==================== img_mem_arbiter
### config.mk
export PLATFORM = sky130hd
export DESIGN_NAME = img_mem_arbiter
export DESIGN_NICKNAME = d
export VERILOG_FILES = /design/src/rtl/img_arb_pkg.sv /design/src/rtl/pix_fifo.sv /design/src/rtl/img_mem_arbiter.sv
export SDC_FILE = /design/constraint.sdc
export NUM_CORES = 1
export LEC_CHECK = 0
export CAP_MARGIN = 20
export CORE_ASPECT_RATIO = 1.5
export CORE_MARGIN = 8
export CORE_UTILIZATION = 40
export CTS_CLUSTER_DIAMETER = 60
export DETAILED_ROUTE_END_ITERATION = 16
export DONT_BUFFER_PORTS = 1
export GPL_TIMING_DRIVEN = 0
export SETUP_SLACK_MARGIN = 0.4
export SLEW_MARGIN = 10
export SYNTH_ARGS = -nofsm -noshare
export SYNTH_HDL_FRONTEND = slang
export SYNTH_SLANG_ARGS = --single-unit
export TNS_END_PERCENT = 1
### constraint.sdc
create_clock -name clk -period 3.78 [get_ports clk]
set_clock_uncertainty 0.2 [all_clocks]
set_input_delay 0.945 -clock clk [delete_from_list [all_inputs] [get_ports clk]]
set_output_delay 0.945 -clock clk [all_outputs]
set_load 0.02 [all_outputs]
### src/rtl/img_arb_pkg.sv
// Shared types and constants for the image memory arbiter.
package img_arb_pkg;

    localparam int unsigned PIX_W = 8;

    // Owner of the memory port in the previous cycle
    typedef enum logic [1:0] {
        OWN_IDLE = 2'd0,
        OWN_CPU  = 2'd1,
        OWN_VGA  = 2'd2
    } owner_e;

endpackage

### src/rtl/pix_fifo.sv
// Synchronous pixel prefetch FIFO with flush; flush has priority over push/pop.
module pix_fifo
    import img_arb_pkg::*;
#(
    parameter int unsigned DEPTH = 16,
    parameter int unsigned LVL_W = 5
) (
    input  logic             clk,
    input  logic             rst,
    input  logic             push,
    input  logic             pop,
    input  logic             flush,
    input  logic [PIX_W-1:0] din,
    output logic [PIX_W-1:0] dout,
    output logic [LVL_W-1:0] level,
    output logic             empty
);

    localparam int unsigned PTR_W = $clog2(DEPTH);

    logic [PIX_W-1:0] mem_q [DEPTH];
    logic [PTR_W-1:0] wr_q;
    logic [PTR_W-1:0] rd_q;
    logic [LVL_W-1:0] level_q;
    logic             do_push;
    logic             do_pop;

    assign empty   = (level_q == '0);
    assign level   = level_q;
    assign do_pop  = pop & ~empty & ~flush;
    assign do_push = push & ~flush & ((level_q != LVL_W'(DEPTH)) | do_pop);
    assign dout    = empty ? '0 : mem_q[rd_q];

    // Pointer and occupancy tracking
    always_ff @(posedge clk) begin
        if (rst || flush) begin
            wr_q    <= '0;
            rd_q    <= '0;
            level_q <= '0;
        end else begin
            if (do_push) wr_q <= wr_q + PTR_W'(1);
            if (do_pop)  rd_q <= rd_q + PTR_W'(1);
            level_q <= level_q + LVL_W'(do_push) - LVL_W'(do_pop);
        end
    end

    // Pixel storage, contents are don't-care while unoccupied
    always_ff @(posedge clk) begin
        if (do_push) mem_q[wr_q] <= din;
    end

endmodule

### src/rtl/img_mem_arbiter.sv
// Arbitrates the single-port image memory between CPU byte accesses and
// linear VGA pixel prefetch. Optional statistics outputs: ARB_STATS_EN.
module img_mem_arbiter
    import img_arb_pkg::*;
#(
    parameter int unsigned ADDR_W        = 16,
    parameter int unsigned FRAME_BASE    = 0,
    parameter int unsigned FRAME_PIXELS  = 16384,
    parameter int unsigned FIFO_DEPTH    = 16,
    parameter int unsigned LOW_WATER     = 4,
    parameter int unsigned MAX_CPU_BURST = 8
) (
    input  logic              clk,
    input  logic              rst,
    input  logic              cpu_req,
    input  logic              cpu_we,
    input  logic [ADDR_W-1:0] cpu_addr,
    input  logic [PIX_W-1:0]  cpu_wdata,
    output logic              cpu_stall,
    output logic [PIX_W-1:0]  cpu_rdata,
    output logic              cpu_rvalid,
    input  logic              frame_sync,
    input  logic              pix_pop,
    output logic [PIX_W-1:0]  pix_data,
    output logic              pix_valid,
    output logic              underflow,
    output logic [ADDR_W-1:0] mem_addr,
    output logic              mem_we,
    output logic [PIX_W-1:0]  mem_din,
    input  logic [PIX_W-1:0]  mem_dout
`ifdef ARB_STATS_EN
    ,
    output logic [31:0]       stall_cnt,
    output logic [15:0]       underflow_cnt
`endif
);

    localparam int unsigned LVL_W   = $clog2(FIFO_DEPTH + 1);
    localparam int unsigned OCC_W   = LVL_W + 1;
    localparam int unsigned SCAN_W  = $clog2(FRAME_PIXELS);
    localparam int unsigned BURST_W = $clog2(MAX_CPU_BURST + 1);

    owner_e              state_q;
    owner_e              state_d;
    logic [LVL_W-1:0]    level;
    logic                fifo_empty;
    logic                inflight;
    logic [OCC_W-1:0]    occ;
    logic                room;
    logic                urgent;
    logic                vga_grant;
    logic                cpu_grant;
    logic [SCAN_W-1:0]   scan_q;
    logic [BURST_W-1:0]  burst_q;
    logic                load_q;
    logic                underflow_q;
    logic                uf_event;

    // A VGA grant last cycle means its read data lands in the FIFO this cycle
    assign inflight = (state_q == OWN_VGA);
    assign occ      = OCC_W'(level) + OCC_W'(inflight);
    assign room     = (occ < OCC_W'(FIFO_DEPTH));
    assign urgent   = (occ < OCC_W'(LOW_WATER));

    // VGA wins when urgent, uncontested, or the CPU has used up its burst
    assign vga_grant = ~rst & room & ~frame_sync &
                       (urgent | ~cpu_req | (burst_q == BURST_W'(MAX_CPU_BURST)));
    assign cpu_grant = ~rst & cpu_req & ~vga_grant;
    assign cpu_stall = cpu_req & ~cpu_grant;

    assign uf_event   = pix_pop & fifo_empty & ~frame_sync;
    assign underflow  = underflow_q;
    assign pix_valid  = ~fifo_empty;
    assign cpu_rvalid = (state_q == OWN_CPU) & load_q;
    assign cpu_rdata  = cpu_rvalid ? mem_dout : '0;

    // Owner register
    always_ff @(posedge clk) begin
        if (rst) state_q <= OWN_IDLE;
        else     state_q <= state_d;
    end

    // Next owner and memory port drive
    always_comb begin
        state_d  = OWN_IDLE;
        mem_addr = '0;
        mem_we   = 1'b0;
        mem_din  = '0;
        if (vga_grant) begin
            state_d  = OWN_VGA;
            mem_addr = ADDR_W'(FRAME_BASE) + ADDR_W'(scan_q);
        end else if (cpu_grant) begin
            state_d  = OWN_CPU;
            mem_addr = cpu_addr;
            mem_we   = cpu_we;
            mem_din  = cpu_we ? cpu_wdata : '0;
        end
    end

    // Scan position, CPU burst length, load tracking and underflow pulse
    always_ff @(posedge clk) begin
        if (rst) begin
            scan_q      <= '0;
            burst_q     <= '0;
            load_q      <= 1'b0;
            underflow_q <= 1'b0;
        end else begin
            if (frame_sync) begin
                scan_q <= '0;
            end else if (vga_grant) begin
                scan_q <= (scan_q == SCAN_W'(FRAME_PIXELS - 1)) ? '0 : scan_q + SCAN_W'(1);
            end
            if (state_d != OWN_CPU) begin
                burst_q <= '0;
            end else if (room && (burst_q != BURST_W'(MAX_CPU_BURST))) begin
                burst_q <= burst_q + BURST_W'(1);
            end
            load_q      <= cpu_grant & ~cpu_we;
            underflow_q <= uf_event;
        end
    end

    pix_fifo #(
        .DEPTH (FIFO_DEPTH),
        .LVL_W (LVL_W)
    ) u_fifo (
        .clk   (clk),
        .rst   (rst),
        .push  (inflight),
        .pop   (pix_pop),
        .flush (frame_sync),
        .din   (mem_dout),
        .dout  (pix_data),
        .level (level),
        .empty (fifo_empty)
    );

`ifdef ARB_STATS_EN
    logic [31:0] stall_cnt_q;
    logic [15:0] uf_cnt_q;

    assign stall_cnt     = stall_cnt_q;
    assign underflow_cnt = uf_cnt_q;

    // Stall-cycle and saturating underflow counters
    always_ff @(posedge clk) begin
        if (rst) begin
            stall_cnt_q <= '0;
            uf_cnt_q    <= '0;
        end else begin
            if (cpu_stall) stall_cnt_q <= stall_cnt_q + 32'd1;
            if (uf_event && (uf_cnt_q != 16'hFFFF)) uf_cnt_q <= uf_cnt_q + 16'd1;
        end
    end
`endif

endmodule
==================== packet_merge
$ cat src/rtl/noc_pkg.sv
// Shared packet-network definitions: packet width, packet type, output-stage
// state encoding and the round-robin grant helper.
package noc_pkg;

  localparam int unsigned WIDTH_PACKAGE = 33;

  typedef logic [WIDTH_PACKAGE-1:0] packet_t;

  typedef enum logic {
    OUT_EMPTY = 1'b0,
    OUT_FULL  = 1'b1
  } out_state_t;

  // Pick the input to serve: alternate away from last_grant when both are
  // pending, otherwise take whichever one is pending.
  function automatic logic rr_pick(input logic ne0, input logic ne1,
                                   input logic last_grant);
    if (ne0 && ne1) begin
      return ~last_grant;
    end
    return ne1;
  endfunction

endpackage

$ cat src/rtl/pkt_fifo.sv
// Per-input packet FIFO. The caller only pushes when count < DEPTH and only
// pops when count > 0; simultaneous push and pop keeps count unchanged.
module pkt_fifo #(
  parameter int unsigned WIDTH = 33,
  parameter int unsigned DEPTH = 2,
  localparam int unsigned PW   = $clog2(DEPTH),
  localparam int unsigned CW   = $clog2(DEPTH + 1)
) (
  input  logic             clk,
  input  logic             rst,
  input  logic             push,
  input  logic             pop,
  input  logic [WIDTH-1:0] din,
  output logic [WIDTH-1:0] dout,
  output logic [CW-1:0]    count
);

  logic [WIDTH-1:0] mem_q [DEPTH];
  logic [WIDTH-1:0] mem_d [DEPTH];
  logic [PW-1:0]    wr_ptr_q, wr_ptr_d;
  logic [PW-1:0]    rd_ptr_q, rd_ptr_d;
  logic [CW-1:0]    count_q, count_d;

  // Next-state for storage, pointers (natural power-of-two wrap) and count.
  always_comb begin
    mem_d    = mem_q;
    wr_ptr_d = wr_ptr_q;
    rd_ptr_d = rd_ptr_q;
    count_d  = count_q;
    if (push) begin
      mem_d[wr_ptr_q] = din;
      wr_ptr_d        = wr_ptr_q + PW'(1);
    end
    if (pop) begin
      rd_ptr_d = rd_ptr_q + PW'(1);
    end
    if (push && !pop) begin
      count_d = count_q + CW'(1);
    end else if (pop && !push) begin
      count_d = count_q - CW'(1);
    end
  end

  // Control state with synchronous reset.
  always_ff @(posedge clk) begin
    if (rst) begin
      wr_ptr_q <= '0;
      rd_ptr_q <= '0;
      count_q  <= '0;
    end else begin
      wr_ptr_q <= wr_ptr_d;
      rd_ptr_q <= rd_ptr_d;
      count_q  <= count_d;
    end
  end

  // Packet storage; contents are don't-care until written, so no reset.
  always_ff @(posedge clk) begin
    mem_q <= mem_d;
  end

  assign dout  = mem_q[rd_ptr_q];
  assign count = count_q;

endmodule

$ cat src/rtl/packet_merge.sv
// Two-input packet merger: each input is buffered in its own FIFO, a
// round-robin arbiter feeds a single registered output stage.
module packet_merge #(
  parameter int unsigned WIDTH_PACKAGE = noc_pkg::WIDTH_PACKAGE,
  parameter int unsigned DEPTH         = 2
) (
  input  logic                     clk,
  input  logic                     rst,
  input  logic [WIDTH_PACKAGE-1:0] in0_data,
  input  logic                     in0_valid,
  output logic                     in0_ready,
  input  logic [WIDTH_PACKAGE-1:0] in1_data,
  input  logic                     in1_valid,
  output logic                     in1_ready,
  output logic [WIDTH_PACKAGE-1:0] out_data,
  output logic                     out_valid,
  input  logic                     out_ready,
  output logic                     out_src
);

  import noc_pkg::*;

  localparam int unsigned   CW         = $clog2(DEPTH + 1);
  localparam logic [CW-1:0] FULL_COUNT = CW'(DEPTH);

  logic [CW-1:0]            count0, count1;
  logic [WIDTH_PACKAGE-1:0] dout0, dout1;
  logic                     push0, push1, pop0, pop1;
  logic                     ne0, ne1, load, grant;

  out_state_t               state_q, state_d;
  logic [WIDTH_PACKAGE-1:0] out_data_q, out_data_d;
  logic                     out_src_q, out_src_d;
  logic                     last_grant_q, last_grant_d;

  // Ready comes from the registered count only: a pop on this edge does not
  // free a slot for a push on the same edge.
  assign in0_ready = !rst && (count0 < FULL_COUNT);
  assign in1_ready = !rst && (count1 < FULL_COUNT);
  assign push0     = in0_valid && in0_ready;
  assign push1     = in1_valid && in1_ready;

  pkt_fifo #(
    .WIDTH (WIDTH_PACKAGE),
    .DEPTH (DEPTH)
  ) u_fifo0 (
    .clk   (clk),
    .rst   (rst),
    .push  (push0),
    .pop   (pop0),
    .din   (in0_data),
    .dout  (dout0),
    .count (count0)
  );

  pkt_fifo #(
    .WIDTH (WIDTH_PACKAGE),
    .DEPTH (DEPTH)
  ) u_fifo1 (
    .clk   (clk),
    .rst   (rst),
    .push  (push1),
    .pop   (pop1),
    .din   (in1_data),
    .dout  (dout1),
    .count (count1)
  );

  // Arbitration and output-stage next state: load whenever the stage is
  // empty or being drained and some FIFO has data.
  always_comb begin
    ne0          = (count0 != '0);
    ne1          = (count1 != '0);
    grant        = rr_pick(ne0, ne1, last_grant_q);
    load         = ((state_q == OUT_EMPTY) || out_ready) && (ne0 || ne1);
    pop0         = load && !grant;
    pop1         = load && grant;
    state_d      = state_q;
    out_data_d   = out_data_q;
    out_src_d    = out_src_q;
    last_grant_d = last_grant_q;
    if (load) begin
      state_d      = OUT_FULL;
      out_data_d   = grant ? dout1 : dout0;
      out_src_d    = grant;
      last_grant_d = grant;
    end else if (out_ready) begin
      state_d = OUT_EMPTY;
    end
  end

  // Output register and arbiter history; last_grant resets to 1 so port 0
  // wins the first contention.
  always_ff @(posedge clk) begin
    if (rst) begin
      state_q      <= OUT_EMPTY;
      out_data_q   <= '0;
      out_src_q    <= 1'b0;
      last_grant_q <= 1'b1;
    end else begin
      state_q      <= state_d;
      out_data_q   <= out_data_d;
      out_src_q    <= out_src_d;
      last_grant_q <= last_grant_d;
    end
  end

  assign out_valid = (state_q == OUT_FULL);
  assign out_data  = out_data_q;
  assign out_src   = out_src_q;

endmodule

$ cat config.mk
export PLATFORM = sky130hd
export DESIGN_NAME = packet_merge
export DESIGN_NICKNAME = d
export VERILOG_FILES = /design/src/rtl/noc_pkg.sv /design/src/rtl/pkt_fifo.sv /design/src/rtl/packet_merge.sv
export SDC_FILE = /design/constraint.sdc
export NUM_CORES = 1
export LEC_CHECK = 0
export ABC_AREA = 1
export CAP_MARGIN = 20
export CELL_PAD_IN_SITES_DETAIL_PLACEMENT = 0
export CELL_PAD_IN_SITES_GLOBAL_PLACEMENT = 1
export CORE_ASPECT_RATIO = 1.75
export CORE_MARGIN = 2
export CORE_UTILIZATION = 44
export CTS_CLUSTER_SIZE = 12
export DETAILED_ROUTE_END_ITERATION = 7
export PLACE_DENSITY_LB_ADDON = 0.1
export SYNTH_ARGS = -nofsm -noshare
export SYNTH_HDL_FRONTEND = slang
export SYNTH_HIERARCHICAL = 1
export SYNTH_SLANG_ARGS = --single-unit
$ cat constraint.sdc
create_clock -name clk -period 3.81 [get_ports clk]
set_clock_uncertainty 0.05 [all_clocks]
set_input_delay 1.143 -clock clk [delete_from_list [all_inputs] [get_ports clk]]
set_output_delay 1.143 -clock clk [all_outputs]
set_load 0.02 [all_outputs]
==================== fir_bist_sweep
--- src/rtl/fir_bist_pkg.sv ---
// Shared types and elaboration-time helpers for the FIR BIST tone sweeper.
// Holds the test FSM state type and the quarter-wave sine table generator.
package fir_bist_pkg;

    typedef enum logic [1:0] {
        IDLE,
        SETTLE,
        MEASURE,
        DONE
    } bist_state_t;

    localparam int DEFAULT_IN_WIDTH       = 16;
    localparam int DEFAULT_LUT_ADDR_WIDTH = 8;
    localparam int SINE_AMPLITUDE         = (1 << (DEFAULT_IN_WIDTH - 1)) - 1;
    localparam int QUARTER_DEPTH          = 1 << (DEFAULT_LUT_ADDR_WIDTH - 2);

    function automatic int sine_amplitude(input int in_width);
        return (1 << (in_width - 1)) - 1;
    endfunction

    function automatic int quarter_depth(input int addr_width);
        return 1 << (addr_width - 2);
    endfunction

    // Entry idx of the first quadrant; the angle never reaches pi/2, so every value is >= 0.
    function automatic int quarter_entry(input int idx, input int in_width, input int addr_width);
        real angle;
        angle = 6.283185307179586 * real'(idx) / real'(1 << addr_width);
        return $rtoi(real'(sine_amplitude(in_width)) * $sin(angle) + 0.5);
    endfunction

endpackage

--- src/rtl/fir_bist_sweep_sine_lut_quarter.sv ---
// Combinational full-wave sine lookup built from a quarter-wave table.
// Quadrants 1 and 3 read the table mirrored; quadrants 2 and 3 negate.
module sine_lut_quarter
    import fir_bist_pkg::*;
#(
    parameter int IN_WIDTH       = DEFAULT_IN_WIDTH,
    parameter int LUT_ADDR_WIDTH = DEFAULT_LUT_ADDR_WIDTH
) (
    input  logic        [LUT_ADDR_WIDTH-1:0] addr,
    output logic signed [IN_WIDTH-1:0]       sample
);

    localparam int QBITS  = LUT_ADDR_WIDTH - 2;
    localparam int QDEPTH = quarter_depth(LUT_ADDR_WIDTH);
    localparam logic signed [IN_WIDTH-1:0] AMP = IN_WIDTH'(sine_amplitude(IN_WIDTH));

    logic signed [IN_WIDTH-1:0] rom [QDEPTH];
    logic        [1:0]          quad;
    logic        [QBITS-1:0]    idx;
    logic        [QBITS-1:0]    mirror_idx;
    logic signed [IN_WIDTH-1:0] mag;

    for (genvar i = 0; i < QDEPTH; i++) begin : g_rom
        assign rom[i] = IN_WIDTH'(quarter_entry(i, IN_WIDTH, LUT_ADDR_WIDTH));
    end

    assign quad       = addr[LUT_ADDR_WIDTH-1 -: 2];
    assign idx        = addr[QBITS-1:0];
    assign mirror_idx = -idx;

    // The mirrored read at idx 0 would need entry QDEPTH (the crest), which is not stored.
    always_comb begin
        mag = rom[idx];
        if (quad[0]) mag = (idx == '0) ? AMP : rom[mirror_idx];
        sample = quad[1] ? -mag : mag;
    end

endmodule

--- src/rtl/fir_bist_sweep.sv ---
// BIST engine for the L-parallel FIR: drives sine/DC tones into the filter,
// waits a settle window, then reports the signed peak of its outputs.
module fir_bist_sweep
    import fir_bist_pkg::*;
#(
    parameter int L              = 3,
    parameter int IN_WIDTH       = 16,
    parameter int OUT_WIDTH      = 40,
    parameter int PHASE_WIDTH    = 24,
    parameter int LUT_ADDR_WIDTH = 8,
    parameter int SETTLE_CYCLES  = 96,
    parameter int MEASURE_CYCLES = 256
) (
    input  logic                               clk,
    input  logic                               rst_n,
    input  logic                               start,
    input  logic                               dc_mode,
    input  logic        [PHASE_WIDTH-1:0]      phase_inc,
    output logic signed [L-1:0][IN_WIDTH-1:0]  x_out,
    input  logic signed [L-1:0][OUT_WIDTH-1:0] y_in,
    output logic                               busy,
    output logic                               done,
    output logic signed [OUT_WIDTH-1:0]        peak_out,
    output logic                               peak_valid
);

    localparam int MAX_CYCLES = (SETTLE_CYCLES > MEASURE_CYCLES) ? SETTLE_CYCLES : MEASURE_CYCLES;
    localparam int CNT_WIDTH  = $clog2(MAX_CYCLES) + 1;
    localparam logic [CNT_WIDTH-1:0] SETTLE_LAST  = CNT_WIDTH'(SETTLE_CYCLES - 1);
    localparam logic [CNT_WIDTH-1:0] MEASURE_LAST = CNT_WIDTH'(MEASURE_CYCLES - 1);
    localparam logic signed [IN_WIDTH-1:0] DC_LEVEL = IN_WIDTH'(sine_amplitude(IN_WIDTH));

    bist_state_t                       state_q, state_d;
    logic        [PHASE_WIDTH-1:0]     inc_q, inc_d;
    logic        [PHASE_WIDTH-1:0]     acc_q, acc_d;
    logic                              dc_q, dc_d;
    logic        [CNT_WIDTH-1:0]       cnt_q, cnt_d;
    logic signed [L-1:0][IN_WIDTH-1:0] x_q, x_d;
    logic                              busy_q, busy_d;
    logic                              done_q, done_d;
    logic signed [OUT_WIDTH-1:0]       peak_q, peak_d;
    logic                              valid_q, valid_d;

    logic        [PHASE_WIDTH-1:0]     step;
    logic signed [IN_WIDTH-1:0]        lut_sample [L];
    logic signed [OUT_WIDTH-1:0]       lane_max;

    // One clock consumes L consecutive samples of the tone.
    assign step = PHASE_WIDTH'(L) * inc_q;

    for (genvar j = 0; j < L; j++) begin : g_lane
        logic [LUT_ADDR_WIDTH-1:0] lut_addr;
        assign lut_addr = LUT_ADDR_WIDTH'((acc_q + PHASE_WIDTH'(j) * inc_q) >> (PHASE_WIDTH - LUT_ADDR_WIDTH));

        sine_lut_quarter #(
            .IN_WIDTH      (IN_WIDTH),
            .LUT_ADDR_WIDTH(LUT_ADDR_WIDTH)
        ) u_lut (
            .addr  (lut_addr),
            .sample(lut_sample[j])
        );
    end

    always_comb begin
        lane_max = y_in[0];
        for (int j = 1; j < L; j++) begin
            if ($signed(y_in[j]) > lane_max) lane_max = y_in[j];
        end
    end

    always_comb begin
        // NOTE: every _d starts from its _q so no path through this block can infer a latch.
        state_d = state_q;
        inc_d   = inc_q;
        acc_d   = acc_q;
        dc_d    = dc_q;
        cnt_d   = cnt_q;
        x_d     = x_q;
        busy_d  = busy_q;
        done_d  = 1'b0;
        peak_d  = peak_q;
        valid_d = valid_q;

        if (state_q == SETTLE || state_q == MEASURE) begin
            acc_d = acc_q + step;
            for (int j = 0; j < L; j++) x_d[j] = dc_q ? DC_LEVEL : lut_sample[j];
        end

        case (state_q)
            IDLE: begin
                if (start) begin
                    state_d = SETTLE;
                    inc_d   = phase_inc;
                    dc_d    = dc_mode;
                    acc_d   = '0;
                    cnt_d   = '0;
                    busy_d  = 1'b1;
                    valid_d = 1'b0;
                end
            end
            SETTLE: begin
                if (cnt_q == SETTLE_LAST) begin
                    state_d = MEASURE;
                    cnt_d   = '0;
                end else begin
                    cnt_d = cnt_q + CNT_WIDTH'(1);
                end
            end
            MEASURE: begin
                if (cnt_q == '0 || lane_max > peak_q) peak_d = lane_max;
                if (cnt_q == MEASURE_LAST) begin
                    state_d = DONE;
                    cnt_d   = '0;
                end else begin
                    cnt_d = cnt_q + CNT_WIDTH'(1);
                end
            end
            DONE: begin
                state_d = IDLE;
                x_d     = '0;
                busy_d  = 1'b0;
                done_d  = 1'b1;
                valid_d = 1'b1;
            end
            default: state_d = IDLE;
        endcase
    end

    always_ff @(posedge clk or negedge rst_n) begin
        if (!rst_n) begin
            state_q <= IDLE;
            inc_q   <= '0;
            acc_q   <= '0;
            dc_q    <= 1'b0;
            cnt_q   <= '0;
            x_q     <= '0;
            busy_q  <= 1'b0;
            done_q  <= 1'b0;
            peak_q  <= '0;
            valid_q <= 1'b0;
        end else begin
            // NOTE: non-blocking so every flop samples pre-edge values regardless of statement order.
            state_q <= state_d;
            inc_q   <= inc_d;
            acc_q   <= acc_d;
            dc_q    <= dc_d;
            cnt_q   <= cnt_d;
            x_q     <= x_d;
            busy_q  <= busy_d;
            done_q  <= done_d;
            peak_q  <= peak_d;
            valid_q <= valid_d;
        end
    end

    assign x_out      = x_q;
    assign busy       = busy_q;
    assign done       = done_q;
    assign peak_out   = peak_q;
    assign peak_valid = valid_q;

endmodule

--- config.mk ---
export PLATFORM = sky130hd
export DESIGN_NAME = fir_bist_sweep
export DESIGN_NICKNAME = d
export VERILOG_FILES = /design/src/rtl/fir_bist_pkg.sv /design/src/rtl/fir_bist_sweep_sine_lut_quarter.sv /design/src/rtl/fir_bist_sweep.sv
export SDC_FILE = /design/constraint.sdc
export NUM_CORES = 1
export LEC_CHECK = 0
export CAP_MARGIN = 20
export CORE_MARGIN = 2
export CORE_UTILIZATION = 40
export DETAILED_ROUTE_END_ITERATION = 6
export SYNTH_ARGS = -nofsm -noshare
export SYNTH_HDL_FRONTEND = slang
export SYNTH_HIERARCHICAL = 1
export SYNTH_SLANG_ARGS = --single-unit
--- constraint.sdc ---
create_clock -name clk -period 5.78 [get_ports clk]
set_input_delay 0.578 -clock clk [delete_from_list [all_inputs] [get_ports clk]]
set_output_delay 0.578 -clock clk [all_outputs]
set_load 0.01 [all_outputs]
### Cells colored by class, packet_merge

Scale bar: 20 um. Fill, decap, tap and diode cells in gray.
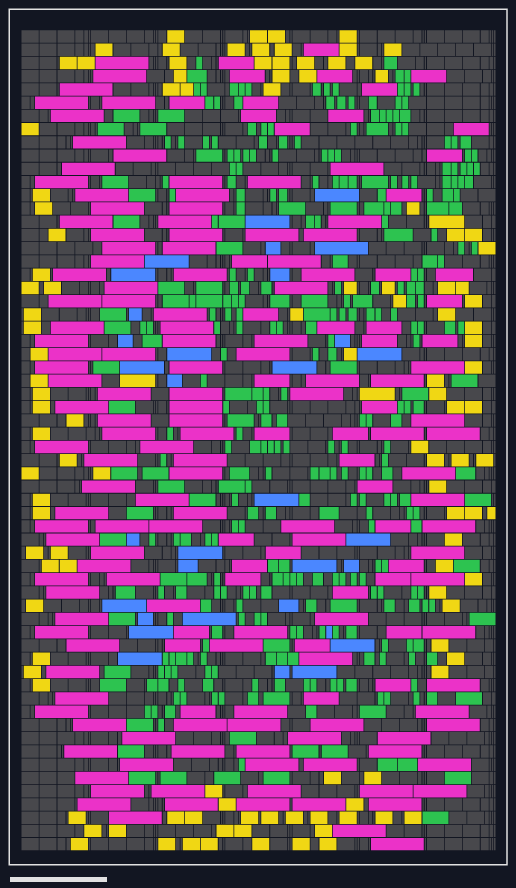
Key: blue = clock drivers and dummy loads [cells 32, share of their area 6.7%]; magenta = sequential cells [cells 176, share of their area 54%]; green = remaining logic cells [cells 362, share of their area 26%]; yellow = remaining buffers and delay cells [cells 120, share of their area 13%]
final core utilization: 56.2%
Final Cell Area: 9240 um^2

==> results.toml, packet_merge <==
# physical design summary
[run_status]
status = "finished, final reports clean"

[finish]
inverters_excl_clock = 47
buffers = 120
flop-count = 176
drive_gt1_share_pct = 21.0

[yosys]
yosys_warnings = 6
yosysChipArea_um2 = 7390
ys_sh_simple_pct = 13.8
avgSynthCellArea_um2 = 13.1
ys_sh_aoi_pct = 1.30
edf_count = 132

[global_route]
grt_max_degree = 37
grtUsageTotal_pct = 17.7
grt_pass1_wl_um = 23700

[clock_tree]
cts_sinks = 176
postCtsSetupBuffers = 0
clock_path_buffers = 2
cts_resized = 0

[critical_path]
crit_type = "in2out"
startpoint = "rst"
critPathSlowestCell = "clkdlybuf4s50_1"
required_ps = 2620

[placement]
dp_slack_ps = 617
place_hpwl_um = 10100

[sta]
post-route-period-util_pct = 82.6

[floorplan]
core_um2 = 16400
floorplan.core_util_pct = 44.9

[route]
drt_wl_total_um = 15000
-- packet_merge: placed cells by master, fill, tap and decap left out, drive strengths merged --
cell / instances
nor3: 2
ha: 2
nor2: 78
bufinv: 2
mux2: 66
xnor2: 2
buf: 14
nor3b: 2
clkinv: 5
dfxtp: 44
edfxtp: 132
clkdlybuf4s50: 106
o21ai: 3
a21oi: 14
nand4: 24
clkinvlp: 2
nand2: 107
inv: 53
clkbuf: 17
nand3: 15
-- packet_merge: power by group through the flow --
stage          combinational, uW  clock, uW  sequential [uW]
6_report                    2260       1760             2540
2_1_floorplan               1530          0             2680
3_3_place_gp                2170          0             2650
5_1_grt                     2510       1880             2570
4_1_cts                     2240       1790             2580
3_5_place_dp                2230          0             2630
-- packet_merge: routing by layer --
layer	GRT usage (%)	vias to the layer above	share of wire, %
met5	0	-	0
met3	4.10	17	4.4
met4	6.28	0	1.9
met1	21.9	2096	42
met2	30.2	119	52
li1	-	2159	-
-- packet_merge: tightest hold or removal path, cell delays in order, from the launching register on --
cell     delay [ps]
dfxtp_1         310
nand2_1          60
a21oi_1          50
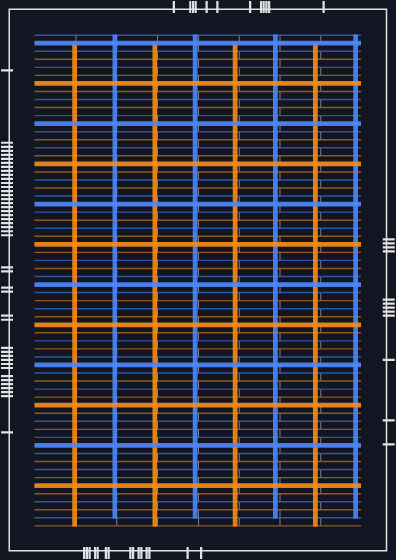
*Floorplan with the power grid, img_mem_arbiter*
Pins as bars on the die edge. Tap cells in gray.
Key: orange = VSS; blue = VDD
83 signal pins sit on the boundary. 12 straps on met5. The core has 61 rows. 62 met1 rails follow the rows.
die width: 127 um
Die Ht: 183 um

### Met2 routing, img_mem_arbiter

Scale bar: 50 um.
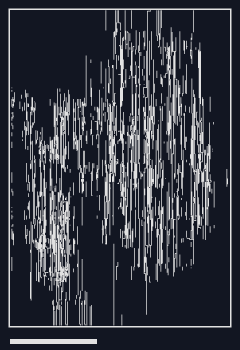
The longest straight run is 64.9 um. 531 nets have wire on it. The layer carries 9,100 um of wire.
via count: 4,285
met2 Use GR: 26.9%
Post-Route WL: 16,400 um

==> results.toml, img_mem_arbiter <==
# physical design summary
[floorplan]
pin_count = 83

[critical_path]
critical_path.top_delay_family = "multiplexers"
reg2reg_from = "u_fifo.level[2]"
crit_cells = 6

[finish]
postLayoutCoreUtil_pct = 48.3
largest_reg_flops = 128

[run_status]
status = "finished, final reports clean"

[worst_hold_path]
hold_end = "scan_q[8]"

[sta]
tns_ps = 0
finalHoldViolCount = 0

[placement]
place_hpwl_um = 11600
gp_congestion = 0.790

[power]
p_comb_share_pct = 10.3

[yosys]
synth-seq-cells = 167
yosys_warnings = 0
## img_mem_arbiter: stage by stage
stage / hold WS [ps] / total power (uW)
global route: 323 / 4400
detailed placement: 289 / 2410
global placement: 278 / 2400
finish: 303 / 4250
floorplan: 258 / 2340
CTS: 302 / 4280
## img_mem_arbiter: final cells by class
| type | instances | area (um^2) |
|---|---|---|
| multi-input cells | 281 | 2710 |
| clock inverters | 14 | 190 |
| clock buffers | 18 | 429 |
| fillers | 1584 | 9470 |
| inverters | 35 | 131 |
| repair buffers | 21 | 268 |
| flip-flops and latches | 167 | 4640 |
| well taps | 220 | 275 |
| plain buffers | 25 | 213 |
## img_mem_arbiter: layout by cell type (no fill, tap or decap), types with 5 or more instances in the layout
cell       synthesis  layout
mux2i_4            0       9
xor2_1             7       7
mux2i_1           16       6
and2_1            17       9
edfxtp_1         128     128
dfxtp_1           39      33
nor2_1            45      45
nand2_1           37      37
o41ai_1            5       5
and2_4             0       5
inv_1             35      35
o311ai_0           7       7
nand4_1           10      10
buf_12             0       7
ha_1              17      15
mux4_2            40      40
buf_4              2      16
nor3_1             8       8
clkbuf_1          11       9
a21oi_1           12      12
o31ai_1            6       6
o21ai_0            5       5
clkbuf_16          0      17
### Floorplan with the power grid, fir_bist_sweep

Pins as bars on the die edge. Tap cells in gray.
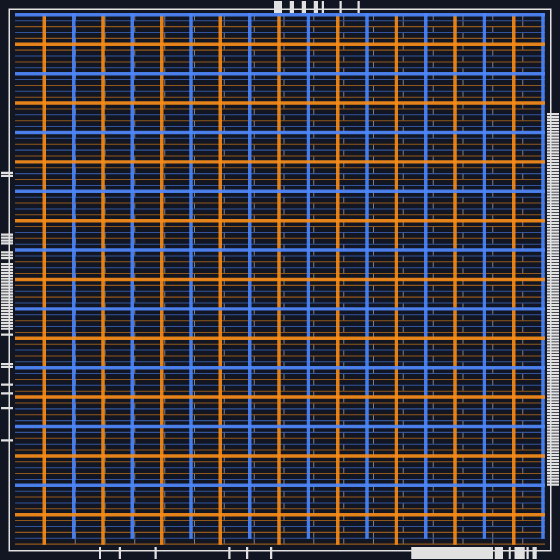
Key: orange = VSS; blue = VDD
18 straps on met5. The core has 90 rows. 782 tap cells. 239 signal pins sit on the boundary. 91 met1 rails follow the rows.
core area: 60,000 um^2
Die Ht: 250 um

==> results.toml, fir_bist_sweep <==
# physical design summary
[route]
drt-met1-wl_um = 43700
drtIter0Drc = 2603
drtPass1Iterations = 5
routed-via-count = 27000
top_layer = "met5"

[power]
p_sw_uw = 1130
power_leader = "combinational cells"
p_per_area_nw_per_um2 = 105
pg_clk_uw = 1160
p_clk_share_pct = 33.2

[worst_hold_path]
hold_class = "in2async"

[sta]
setup_violations = 40
post-route-period-util_pct = 124
setup_ws_ps = -1410

[critical_path]
worstSetupEndpoint = "peak_out[11]"
critPathArrivalTime_ps = 7560
critPathSlowestCell = "nor4_4"
critPathBufInv = 9
r2r_setup_slack_ps = 230
cp_common_cell = "buf_12"

[floorplan]
die_area_um2 = 62400

[yosys]
yosysTopAreaCell = "dfrtp_1"
synth_seq_share_pct = 15.6

[finish]
nMultiInputCombCells = 2498
comb_area_share_pct = 61.0
seq_share_pct = 11.3
layout.area.comb_um2 = 20300

[global_route]
busiest_layer = "met2"

[clock_tree]
cts_hold_buf = 0
clock_path_buffers = 2

[run_status]
violations = "negative setup slack"
status = "complete, but fails checks"

[placement]
dp_cells = 4342
[fir_bist_sweep: cells in the mapped netlist (23+ instances only)]
| cell type | instances |
|---|---|
| inv_1 | 179 |
| a21o_1 | 29 |
| nand2b_1 | 73 |
| dfrtp_1 | 151 |
| a31oi_1 | 47 |
| xor2_1 | 28 |
| clkbuf_1 | 111 |
| nand3_1 | 84 |
| xnor2_1 | 69 |
| o21ai_0 | 194 |
| o211ai_1 | 48 |
| nor2_1 | 210 |
| mux2_2 | 54 |
| nand4_1 | 29 |
| nor2b_1 | 48 |
| a221oi_1 | 31 |
| buf_2 | 78 |
| a211oi_1 | 55 |
| mux2i_1 | 131 |
| nand2_1 | 323 |
| ha_1 | 262 |
| fa_1 | 23 |
| a21oi_1 | 204 |
| o31ai_1 | 82 |
| nor3_1 | 45 |
[fir_bist_sweep: kinds of logic (layout without fill, tap and decap cells)]
logic type,Yosys count,after routing
DFF,151,151
and+or+nand+nor,947,947
buffers and inverters,439,1014
AOI/OAI and AO/OA,959,959
muxes,198,198
adders and majority gates,285,285
xor gates and xnor gates,109,109

==================== flash_loader
### Clock wires, drivers and flops, flash_loader

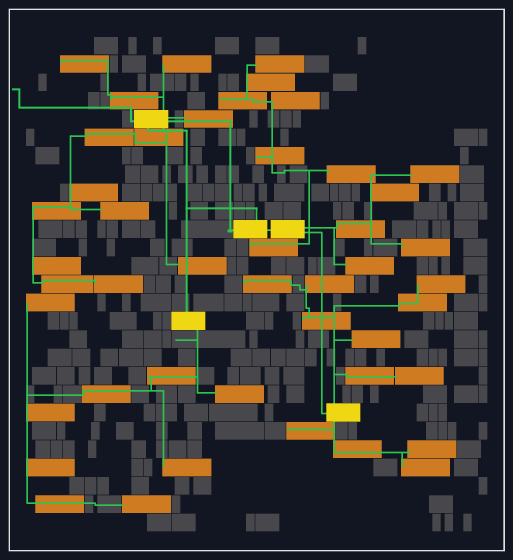

--- config.mk ---
export PLATFORM = sky130hd
export DESIGN_NAME = flash_loader
export DESIGN_NICKNAME = d
export VERILOG_FILES = /design/src/rtl/flash_loader.sv
export SDC_FILE = /design/constraint.sdc
export NUM_CORES = 1
export LEC_CHECK = 0
export CORE_ASPECT_RATIO = 1.1
export CORE_MARGIN = 2
export CORE_UTILIZATION = 40
export CTS_CLUSTER_SIZE = 20
export DETAILED_ROUTE_END_ITERATION = 7
export HOLD_SLACK_MARGIN = 0.12
export PLACE_DENSITY = 0.71
export SLEW_MARGIN = 20
export SYNTH_ARGS = -nofsm -noshare
export SYNTH_HDL_FRONTEND = slang
export SYNTH_SLANG_ARGS = --single-unit
--- constraint.sdc ---
create_clock -name clk -period 1.7 [get_ports clk]
set_input_delay 0.17 -clock clk [delete_from_list [all_inputs] [get_ports clk]]
set_output_delay 0.17 -clock clk [all_outputs]
set_load 0.01 [all_outputs]
--- src/rtl/flash_loader.sv ---
// -----------------------------------------------------------------------------
// flash_loader
//
// Boot-time copy engine placed downstream of the SPI flash controller. A start
// pulse issues one addressed read at FLASH_BASE, then LENGTH sequential bytes
// are streamed from the controller and written into RAM starting at RAM_BASE
// (address wraps modulo 2^RAM_ADDR_W). Completion is flagged by a sticky done.
//
// Parameters:
//   FLASH_BASE  first flash byte address (driven constantly on flash_addr)
//   RAM_BASE    first RAM write address
//   LENGTH      bytes to copy, 1 .. 2^RAM_ADDR_W
//   RAM_ADDR_W  RAM address width
//
// Ports:
//   clk, reset            system clock, synchronous active-high reset
//   start                 one-cycle pulse, begins a copy when idle
//   busy                  copy in progress
//   done                  sticky completion flag, cleared by accepted start
//   flash_addr            read address to controller
//   request_read_addr     one-cycle pulse: addressed read
//   request_read_next     one-cycle pulse: next sequential byte
//   d_ready, d_in         controller byte valid (level) and data
//   ram_addr, ram_data    RAM write address / data
//   ram_we                one-cycle RAM write strobe
//   checksum              8-bit running sum of copied bytes
//                         (only when FLASH_LOADER_CHECKSUM_EN is defined)
// -----------------------------------------------------------------------------
module flash_loader #(
    parameter logic [23:0] FLASH_BASE = 24'h000000,
    parameter int unsigned RAM_BASE   = 0,
    parameter int unsigned LENGTH     = 4096,
    parameter int unsigned RAM_ADDR_W = 14
) (
    input  logic                  clk,
    input  logic                  reset,
    input  logic                  start,
    output logic                  busy,
    output logic                  done,
    output logic [23:0]           flash_addr,
    output logic                  request_read_addr,
    output logic                  request_read_next,
    input  logic                  d_ready,
    input  logic [7:0]            d_in,
    output logic [RAM_ADDR_W-1:0] ram_addr,
    output logic [7:0]            ram_data,
    output logic                  ram_we
`ifdef FLASH_LOADER_CHECKSUM_EN
    ,
    output logic [7:0]            checksum
`endif
);

    if (longint'(LENGTH) < 1 || longint'(LENGTH) > (longint'(1) << RAM_ADDR_W)) begin : g_bad_length
        $error("flash_loader: LENGTH must be in 1 .. 2^RAM_ADDR_W");
    end

    localparam logic [RAM_ADDR_W-1:0] RAM_BASE_W = RAM_ADDR_W'(RAM_BASE);
    localparam logic [RAM_ADDR_W:0]   LAST_CNT   = (RAM_ADDR_W+1)'(LENGTH - 1);
    localparam logic [RAM_ADDR_W:0]   CNT_ONE    = (RAM_ADDR_W+1)'(1);

    typedef enum logic [2:0] {
        IDLE,
        REQ_ADDR,
        WAIT_BYTE,
        WRITE,
        REQ_NEXT,
        DONE
    } state_t;

    state_t              state;
    logic [RAM_ADDR_W:0] cnt;
    logic                d_ready_q;

`ifdef FLASH_LOADER_CHECKSUM_EN
    logic [7:0] csum;
    assign checksum = csum;
`endif

    // The controller samples the address some cycles after the request,
    // so it is simply held constant.
    assign flash_addr = FLASH_BASE;

    always_ff @(posedge clk) begin
        if (reset) begin
            state             <= IDLE;
            cnt               <= '0;
            busy              <= 1'b0;
            done              <= 1'b0;
            request_read_addr <= 1'b0;
            request_read_next <= 1'b0;
            ram_we            <= 1'b0;
            ram_addr          <= '0;
            ram_data          <= '0;
            d_ready_q         <= 1'b0;
`ifdef FLASH_LOADER_CHECKSUM_EN
            csum              <= '0;
`endif
        end else begin
            d_ready_q <= d_ready;
            case (state)
                IDLE: begin
                    if (start) begin
                        state             <= REQ_ADDR;
                        cnt               <= '0;
                        done              <= 1'b0;
                        busy              <= 1'b1;
                        request_read_addr <= 1'b1;
`ifdef FLASH_LOADER_CHECKSUM_EN
                        csum              <= '0;
`endif
                    end
                end
                REQ_ADDR: begin
                    request_read_addr <= 1'b0;
                    state             <= WAIT_BYTE;
                end
                WAIT_BYTE: begin
                    // Only a fresh rising edge is a byte; a level left high
                    // from the previous transfer is ignored.
                    if (d_ready && !d_ready_q) begin
                        ram_data <= d_in;
                        ram_addr <= RAM_BASE_W + cnt[RAM_ADDR_W-1:0];
                        ram_we   <= 1'b1;
                        state    <= WRITE;
                    end
                end
                WRITE: begin
                    ram_we <= 1'b0;
`ifdef FLASH_LOADER_CHECKSUM_EN
                    csum   <= csum + ram_data;
`endif
                    if (cnt == LAST_CNT) begin
                        state <= DONE;
                    end else begin
                        request_read_next <= 1'b1;
                        state             <= REQ_NEXT;
                    end
                end
                REQ_NEXT: begin
                    request_read_next <= 1'b0;
                    cnt               <= cnt + CNT_ONE;
                    state             <= WAIT_BYTE;
                end
                DONE: begin
                    busy  <= 1'b0;
                    done  <= 1'b1;
                    state <= IDLE;
                end
                default: state <= IDLE;
            endcase
        end
    end

endmodule

==================== route_compute
===== config.mk =====
export PLATFORM = sky130hd
export DESIGN_NAME = route_compute
export DESIGN_NICKNAME = d
export VERILOG_FILES = /design/src/rtl/route_compute.sv
export SDC_FILE = /design/constraint.sdc
export NUM_CORES = 1
export LEC_CHECK = 0
export CAP_MARGIN = 20
export CORE_MARGIN = 2
export CORE_UTILIZATION = 40
export CTS_CLUSTER_SIZE = 24
export DETAILED_ROUTE_END_ITERATION = 7
export PLACE_DENSITY = 0.82
export SYNTH_ARGS = -nofsm -noshare
export SYNTH_HDL_FRONTEND = slang
export SYNTH_SLANG_ARGS = --single-unit

===== constraint.sdc =====
create_clock -name clk -period 0.8 [get_ports clk]
set_input_delay 0.16 -clock clk [delete_from_list [all_inputs] [get_ports clk]]
set_output_delay 0.16 -clock clk [all_outputs]
set_load 0.1 [all_outputs]

===== src/rtl/route_compute.sv =====
`default_nettype none
// ============================================================================
//  Module      : route_compute
//  Description : Route-computation stage for a router in the chiplet mesh.
//                From the current and destination coordinates it selects one
//                output port. The on-tile mesh ports (cardinal and diagonal)
//                are used when the destination is in the same tile. The
//                SerDes ports are used otherwise. It then applies the VC-class
//                restriction and a single-alternate fallback on link status.
//                The result is registered one cycle after the request.
//
//  Ports       : clk, rst_n                clock, async active-low reset
//                pkt_valid                 header present this cycle
//                curr_tile_x/y, curr_lx/ly this router's coordinates
//                dest_tile_x/y, dest_lx/ly destination coordinates
//                vc_class                  VC class (bit0 = on-chiplet only)
//                link_up                   per-port usable mask
//                req_ports                 one-hot (or zero) port request
//                retry                     no usable port, hold and retry
//                route_valid               outputs belong to a sampled header
//
//  Revision    : 1.0 - initial release
// ============================================================================
module route_compute #(
    parameter int TILE_BITS  = 16,
    parameter int LOCAL_BITS = 2,
    parameter int N_PORTS    = 13
) (
    input  logic                  clk,
    input  logic                  rst_n,
    input  logic                  pkt_valid,
    input  logic [TILE_BITS-1:0]  curr_tile_x,
    input  logic [TILE_BITS-1:0]  curr_tile_y,
    input  logic [LOCAL_BITS-1:0] curr_lx,
    input  logic [LOCAL_BITS-1:0] curr_ly,
    input  logic [TILE_BITS-1:0]  dest_tile_x,
    input  logic [TILE_BITS-1:0]  dest_tile_y,
    input  logic [LOCAL_BITS-1:0] dest_lx,
    input  logic [LOCAL_BITS-1:0] dest_ly,
    input  logic [1:0]            vc_class,
    input  logic [N_PORTS-1:0]    link_up,
    output logic [N_PORTS-1:0]    req_ports,
    output logic                  retry,
    output logic                  route_valid
);

    localparam int c_PW = $clog2(N_PORTS);

    localparam logic [c_PW-1:0] c_PORT_E     = c_PW'(0);
    localparam logic [c_PW-1:0] c_PORT_W     = c_PW'(1);
    localparam logic [c_PW-1:0] c_PORT_N     = c_PW'(2);
    localparam logic [c_PW-1:0] c_PORT_S     = c_PW'(3);
    localparam logic [c_PW-1:0] c_PORT_NE    = c_PW'(4);
    localparam logic [c_PW-1:0] c_PORT_NW    = c_PW'(5);
    localparam logic [c_PW-1:0] c_PORT_SE    = c_PW'(6);
    localparam logic [c_PW-1:0] c_PORT_SW    = c_PW'(7);
    localparam logic [c_PW-1:0] c_PORT_SER_E = c_PW'(8);
    localparam logic [c_PW-1:0] c_PORT_SER_W = c_PW'(9);
    localparam logic [c_PW-1:0] c_PORT_SER_N = c_PW'(10);
    localparam logic [c_PW-1:0] c_PORT_SER_S = c_PW'(11);
    localparam logic [c_PW-1:0] c_PORT_LOCAL = c_PW'(12);

    localparam logic [N_PORTS-1:0] c_ONE = {{(N_PORTS-1){1'b0}}, 1'b1};

    logic            w_inter;
    logic            w_dx_pos;
    logic            w_dx_neg;
    logic            w_dy_pos;
    logic            w_dy_neg;
    logic [c_PW-1:0] w_primary;
    logic [c_PW-1:0] w_alt;
    logic            w_has_alt;
    logic [N_PORTS-1:0] w_req;
    logic            w_retry;

    assign w_inter  = (dest_tile_x != curr_tile_x) || (dest_tile_y != curr_tile_y);
    assign w_dx_pos = dest_lx > curr_lx;
    assign w_dx_neg = dest_lx < curr_lx;
    assign w_dy_pos = dest_ly > curr_ly;
    assign w_dy_neg = dest_ly < curr_ly;

    // Primary port. Between tiles the Y dimension is resolved first.
    always_comb begin
        w_primary = c_PORT_LOCAL;
        if (w_inter) begin
            if (dest_tile_y > curr_tile_y)      w_primary = c_PORT_SER_N;
            else if (dest_tile_y < curr_tile_y) w_primary = c_PORT_SER_S;
            else if (dest_tile_x > curr_tile_x) w_primary = c_PORT_SER_E;
            else                                w_primary = c_PORT_SER_W;
        end else begin
            case ({w_dy_pos, w_dy_neg, w_dx_pos, w_dx_neg})
                4'b1010: w_primary = c_PORT_NE;
                4'b1001: w_primary = c_PORT_NW;
                4'b0110: w_primary = c_PORT_SE;
                4'b0101: w_primary = c_PORT_SW;
                4'b0010: w_primary = c_PORT_E;
                4'b0001: w_primary = c_PORT_W;
                4'b1000: w_primary = c_PORT_N;
                4'b0100: w_primary = c_PORT_S;
                default: w_primary = c_PORT_LOCAL;
            endcase
        end
    end

    // Single alternate for each primary. The cardinal and SerDes rings rotate
    // counter-clockwise. Diagonals collapse onto their vertical component.
    always_comb begin
        w_alt     = c_PORT_LOCAL;
        w_has_alt = 1'b1;
        case (w_primary)
            c_PORT_E:     w_alt = c_PORT_N;
            c_PORT_N:     w_alt = c_PORT_W;
            c_PORT_W:     w_alt = c_PORT_S;
            c_PORT_S:     w_alt = c_PORT_E;
            c_PORT_SER_E: w_alt = c_PORT_SER_N;
            c_PORT_SER_N: w_alt = c_PORT_SER_W;
            c_PORT_SER_W: w_alt = c_PORT_SER_S;
            c_PORT_SER_S: w_alt = c_PORT_SER_E;
            c_PORT_NE:    w_alt = c_PORT_N;
            c_PORT_NW:    w_alt = c_PORT_N;
            c_PORT_SE:    w_alt = c_PORT_S;
            c_PORT_SW:    w_alt = c_PORT_S;
            default:      w_has_alt = 1'b0;
        endcase
    end

    // Final decision. An on-chiplet-only class never leaves the tile,
    // whatever the link status is.
    always_comb begin
        w_req   = '0;
        w_retry = 1'b0;
        if (w_inter && vc_class[0]) begin
            w_retry = 1'b1;
        end else if (link_up[w_primary]) begin
            w_req = c_ONE << w_primary;
        end else if (w_has_alt && link_up[w_alt]) begin
            w_req = c_ONE << w_alt;
        end else begin
            w_retry = 1'b1;
        end
    end

    always_ff @(posedge clk or negedge rst_n) begin
        if (!rst_n) begin
            req_ports   <= '0;
            retry       <= 1'b0;
            route_valid <= 1'b0;
        end else begin
            route_valid <= pkt_valid;
            if (pkt_valid) begin
                req_ports <= w_req;
                retry     <= w_retry;
            end else begin
                req_ports <= '0;
                retry     <= 1'b0;
            end
        end
    end

endmodule
`default_nettype wire


### Floorplan with the power grid, flash_loader

Pins as bars on the die edge. Tap cells in gray.
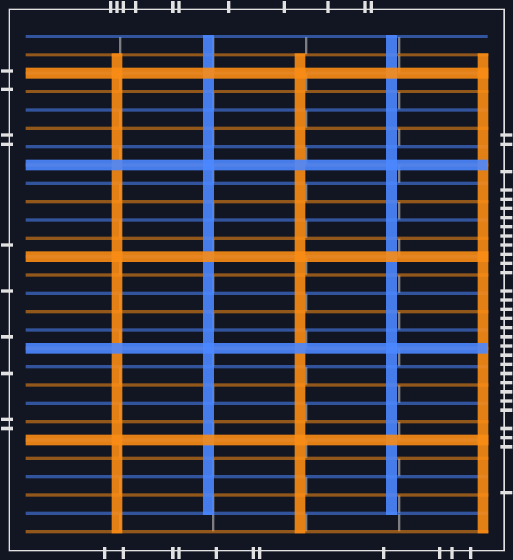
Key: orange = VSS; blue = VDD
5 straps on met5. 28 met1 rails follow the rows. The core has 27 rows. 58 tap cells.
die width: 73.2 um
Die Ht: 80.1 um
core area: 5030 um^2
VDD IR max: 420 uV

About 'Clock wires, drivers and flops' of flash_loader:
Key: orange = flip-flops [count 46]; yellow = clock-net drivers [count 5]; green = clock wires [length 552 um]
There are 6 routed clock nets. Position of the flops: widely spread.
Power Clock: 787 uW
Clock Latency Late Sink: 290 ps
Final Skew: 4.53 ps

==> results.toml, flash_loader <==
# physical design summary
[critical_path]
worstSetupEndpoint = "cnt[5]"
r2r_setup_slack_ps = 80
crit_type = "reg2reg"
startpoint = "state[0]"
reg2regPathDepth = 4
critPathCaptureType = "flop"
critPathBufInv = 0
start_kind = "flop"

[yosys]
yosys-top-cells-count = "56 x nand2_1, 46 x dfxtp_1, 44 x a21oi_1, 24 x buf_4, 15 x clkbuf_1"
syn_inst = 262
synth-seq-cells = 46
yosysChipArea_um2 = 2110
synth_area_um2 = 2110
topCellsByArea = "dfxtp_1 44%, a21oi_1 10%, nand2_1 10%"

[global_route]
use_met2_pct = 27.3
grt_overflow = 0

[run_status]
status = "finished, final reports clean"

[sta]
max_freq_mhz = 619
grt_setup_unrepaired = "false"
fin_crit_ps = 1620
hold_slack_ps = 421

[run]
drv_cap = 0

[clock_tree]
cts_hold_buf = 0

[placement]
dp_slack_ps = -149
place_hpwl_um = 3230

[power]
comb-power_uw = 231

[finish]
clock_buffers = 7
fill_cells = 475
regArea_um2 = 922
largest_cell_class = "logic gates"
inverters_excl_clock = 1
comb_area_share_pct = 37.6

[route]
drtPass1Iterations = 4
remaining_drc_errors = 0
drtIter0Drc = 103
ant_nets = 0
drt_wl_total_um = 4470

[worst_hold_path]
hold_class = "in2reg"
hold-path-cell-count = 3

[floorplan]
rows = 27
[flash_loader: sequential cells by signal, summed over array words and instances, names as in the netlist]
name	count
request_read_next	1
done	1
ram_data	8
request_read_addr	1
state	3
busy	1
ram_addr	14
ram_we	1
cnt	15
d_ready_q	1
[flash_loader: cell families after synthesis]
| family | count (synthesis) | synth area share (%) |
|---|---|---|
| compound gates | 60 | 16.0 |
| fa+ha+maj | 1 | 0.594 |
| buf+inv | 42 | 12.2 |
| flops | 46 | 43.7 |
| mux | 2 | 1.07 |
| other cells | 1 | 0.178 |
| simple gates | 110 | 26.3 |
[flash_loader: cells in the final DEF (no fill, tap or decap), types with 2 or more instances in the layout]
master,instances
nand2_1,56
dfxtp_1,45
a21oi_1,44
clkdlybuf4s50_1,38
buf_4,25
conb_1,24
nor2_1,12
or3_1,5
nand3b_1,5
nand3_1,5
clkbuf_8,5
nand4_1,3
nor2b_1,3
nor3_1,3
o211ai_1,3
o21ai_0,3
nand2b_1,2
and3_1,2
a31o_2,2
nand4b_1,2
a21o_1,2
nor4_2,2
mux2_2,2
a211oi_1,2
clkbuf_1,2
buf_12,2
### Met2 routing, route_compute

Scale bar: 20 um.
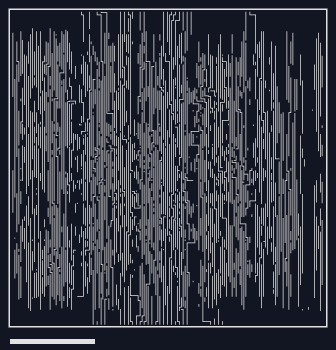
The layer holds 48% of the routed length. 546 nets have wire on it. The wires run mostly vertical.
via count: 3,383
met2 Use GR: 68.4%

==> results.toml, route_compute <==
# physical design summary
[run_status]
status = "complete, but fails checks"
violations = "negative setup slack"

[sta]
setup_violations = 29
post-route-period-util_pct = 429
setup_ws_ps = -2630
grt_setup_unrepaired = "true"
max_freq_mhz = 291

[route]
ant_nets = 0
routedWlPerCell_um = 25.6
avgViaCountPerCell = 6.63
drt_wl_total_um = 13100

[yosys]
edf_count = 0
avgSynthCellArea_um2 = 7.71
yosysTopAreaCellShare_pct = 22.8
yosysTopAreaCell = "ha_1"
synthFlopType = "dfrtp_1"
yosysChipArea_um2 = 1970
topCellsByArea = "ha_1 23%, dfrtp_1 19%, inv_1 7.6%"
synth_seq_share_pct = 19.0
syn_inst = 256
synth.distinct_cells = 42
yosys-top-cells-count = "40 x inv_1, 36 x ha_1, 22 x nand2_1, 19 x nor2_1"

[clock_tree]
root_buffer = "clkbuf_8"
ctsHtreeMaxLevel = 1
cts_tree = "done"

[critical_path]
path_cells = "dlygate4sd2_1, inv_2, ha_4, nand4_1, buf_4, nor4_4, buf_4, nand2_1, a21oi_1, buf_4, a22oi_1, mux2_2, or3_1, a221oi_2"
crit_fanout = 6
critPathArrivalTime_ps = 3590
critPathCaptureType = "flop"
required_ps = 950
critPathBufInv = 5
start_kind = "input port"

[finish]
layout.area.comb_um2 = 2020
largest_cell_class = "logic gates"
clock_buffers = 3
flop-count = 15
final_cell_area_um2 = 4520
fill_cells = 130
regArea_um2 = 424
postLayoutCoreUtil_pct = 95.1

[power]
p_total_uw = 3940

[floorplan]
die_area_um2 = 5510
pin_count = 105
core_um2 = 4750
die_x_um = 74.3

[placement]
dp_cells = 490

[global_route]
grt_pass1_vias = 3194

[worst_hold_path]
hold_class = "in2async"

[run]
openroad.warnings = 31
drv_cap = 0
-- route_compute: flip-flops by register name, indices dropped and copies added (netlist names) --
name,flops
req_ports,13
route_valid,1
retry,1
-- route_compute: where the power goes --
group / internal, uW / leakage (uW) / switching [uW]
clock network: 346 / 0.0000255 / 293
logic: 1260 / 0.00176 / 1250
registers: 779 / 0.000181 / 12.9
total: 2380 / 0.00196 / 1560
-- route_compute: placed cells by master (no fill, tap or decap), drive strengths merged, types with 12 or more instances in the layout --
cell type      Yosys  routed
nand3             12      12
ha                36      36
nor2              19      19
inv               40      40
buf                4     123
dfrtp             15      15
a21oi             15      15
clkdlybuf4s50      0      25
dlygate4sd2        0      28
nand2             22      22
-- route_compute: cell families after synthesis --
kind of cell,share of synthesized area (%)
AND/OR/NAND/NOR,25.7
adder cells (fa/ha/maj),22.8
multiplexers,3.23
buffers and inverters,8.87
flip-flops,19.0
XOR/XNOR,0.444
AND-OR/OR-AND,19.9
-- route_compute: routing by layer --
metal | up-vias | part of all wire (%) | GRT usage, %
li1 | 1297 | - | -
met1 | 1513 | 30 | 33.9
met2 | 388 | 48 | 68.4
met3 | 185 | 11 | 5.01
met4 | 0 | 12 | 19.6
met5 | - | 0 | 0


==> gallery <==
Cells colored by class.
Plate I
Scale bar: 20 um. Fill, decap, tap and diode cells in gray.
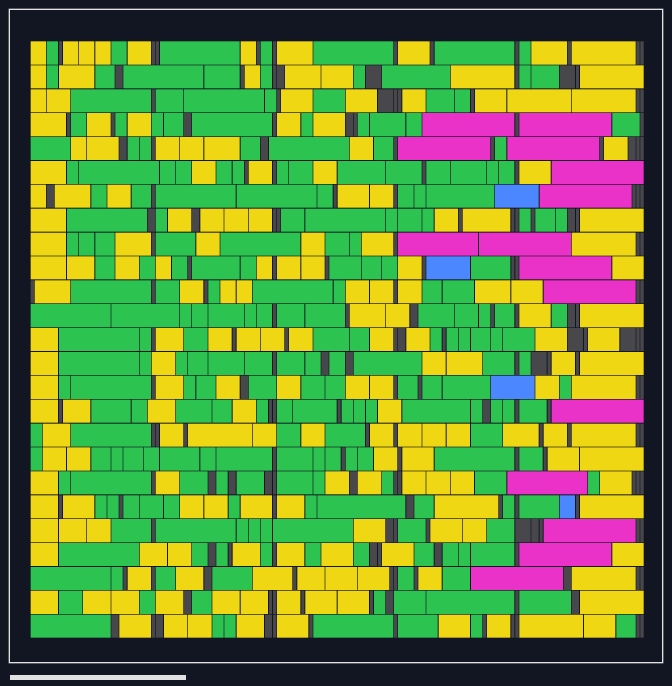
Plate II
Scale bar: 50 um. Fill, decap, tap and diode cells in gray.
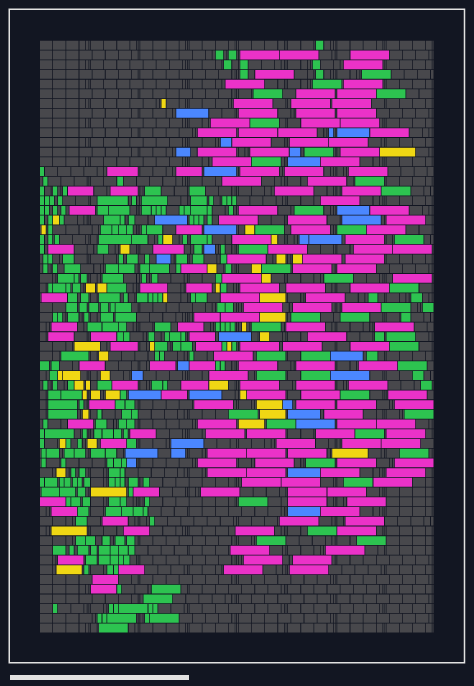
Plate III
Scale bar: 50 um. Fill, decap, tap and diode cells in gray.
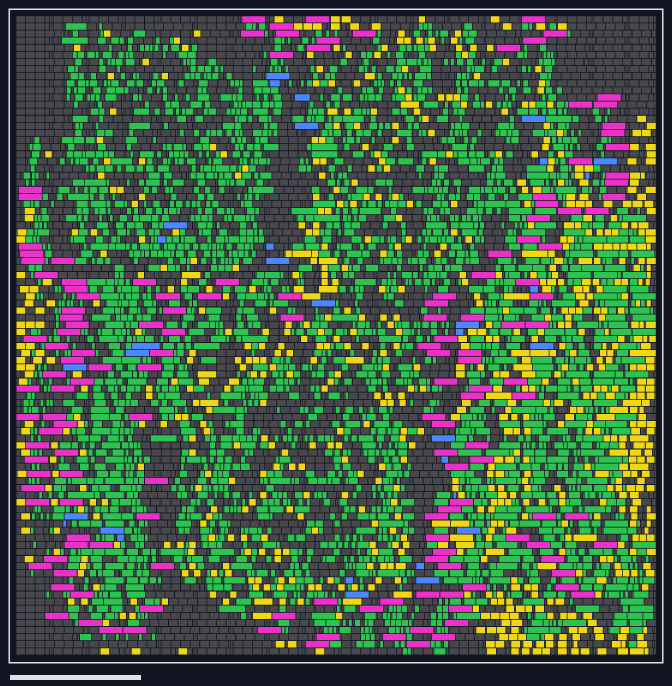
Plate IV
Scale bar: 20 um. Fill, decap, tap and diode cells in gray.
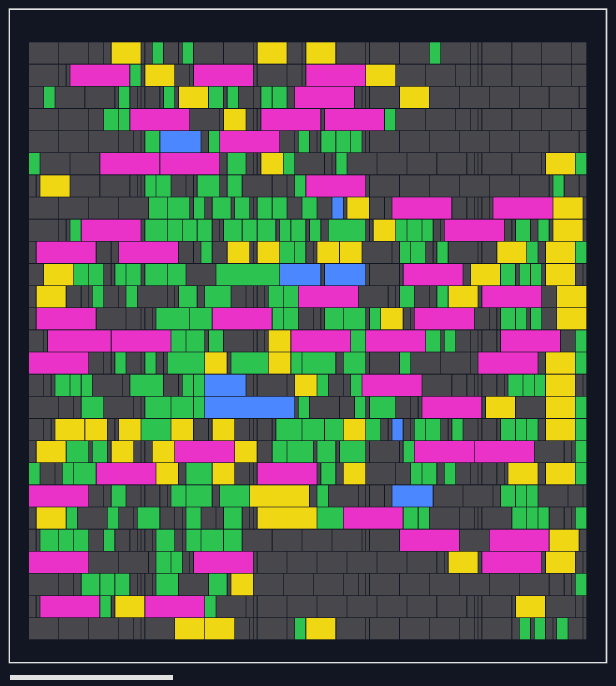
Plate IV is flash_loader.
Plate II is img_mem_arbiter.
Plate I is route_compute.
Plate III is fir_bist_sweep.
- fewest sequential cells: Plate I
- most cells: Plate III

Key to Plate I:
Key: magenta = sequential cells [cells 15, share of their area 9.6%]; yellow = remaining buffers and delay cells [cells 187, share of their area 40%]; blue = clock drivers and dummy loads [cells 4, share of their area 1.0%]; green = remaining logic cells [cells 237, share of their area 49%]

Power is estimated from default activity; no workload was simulated.
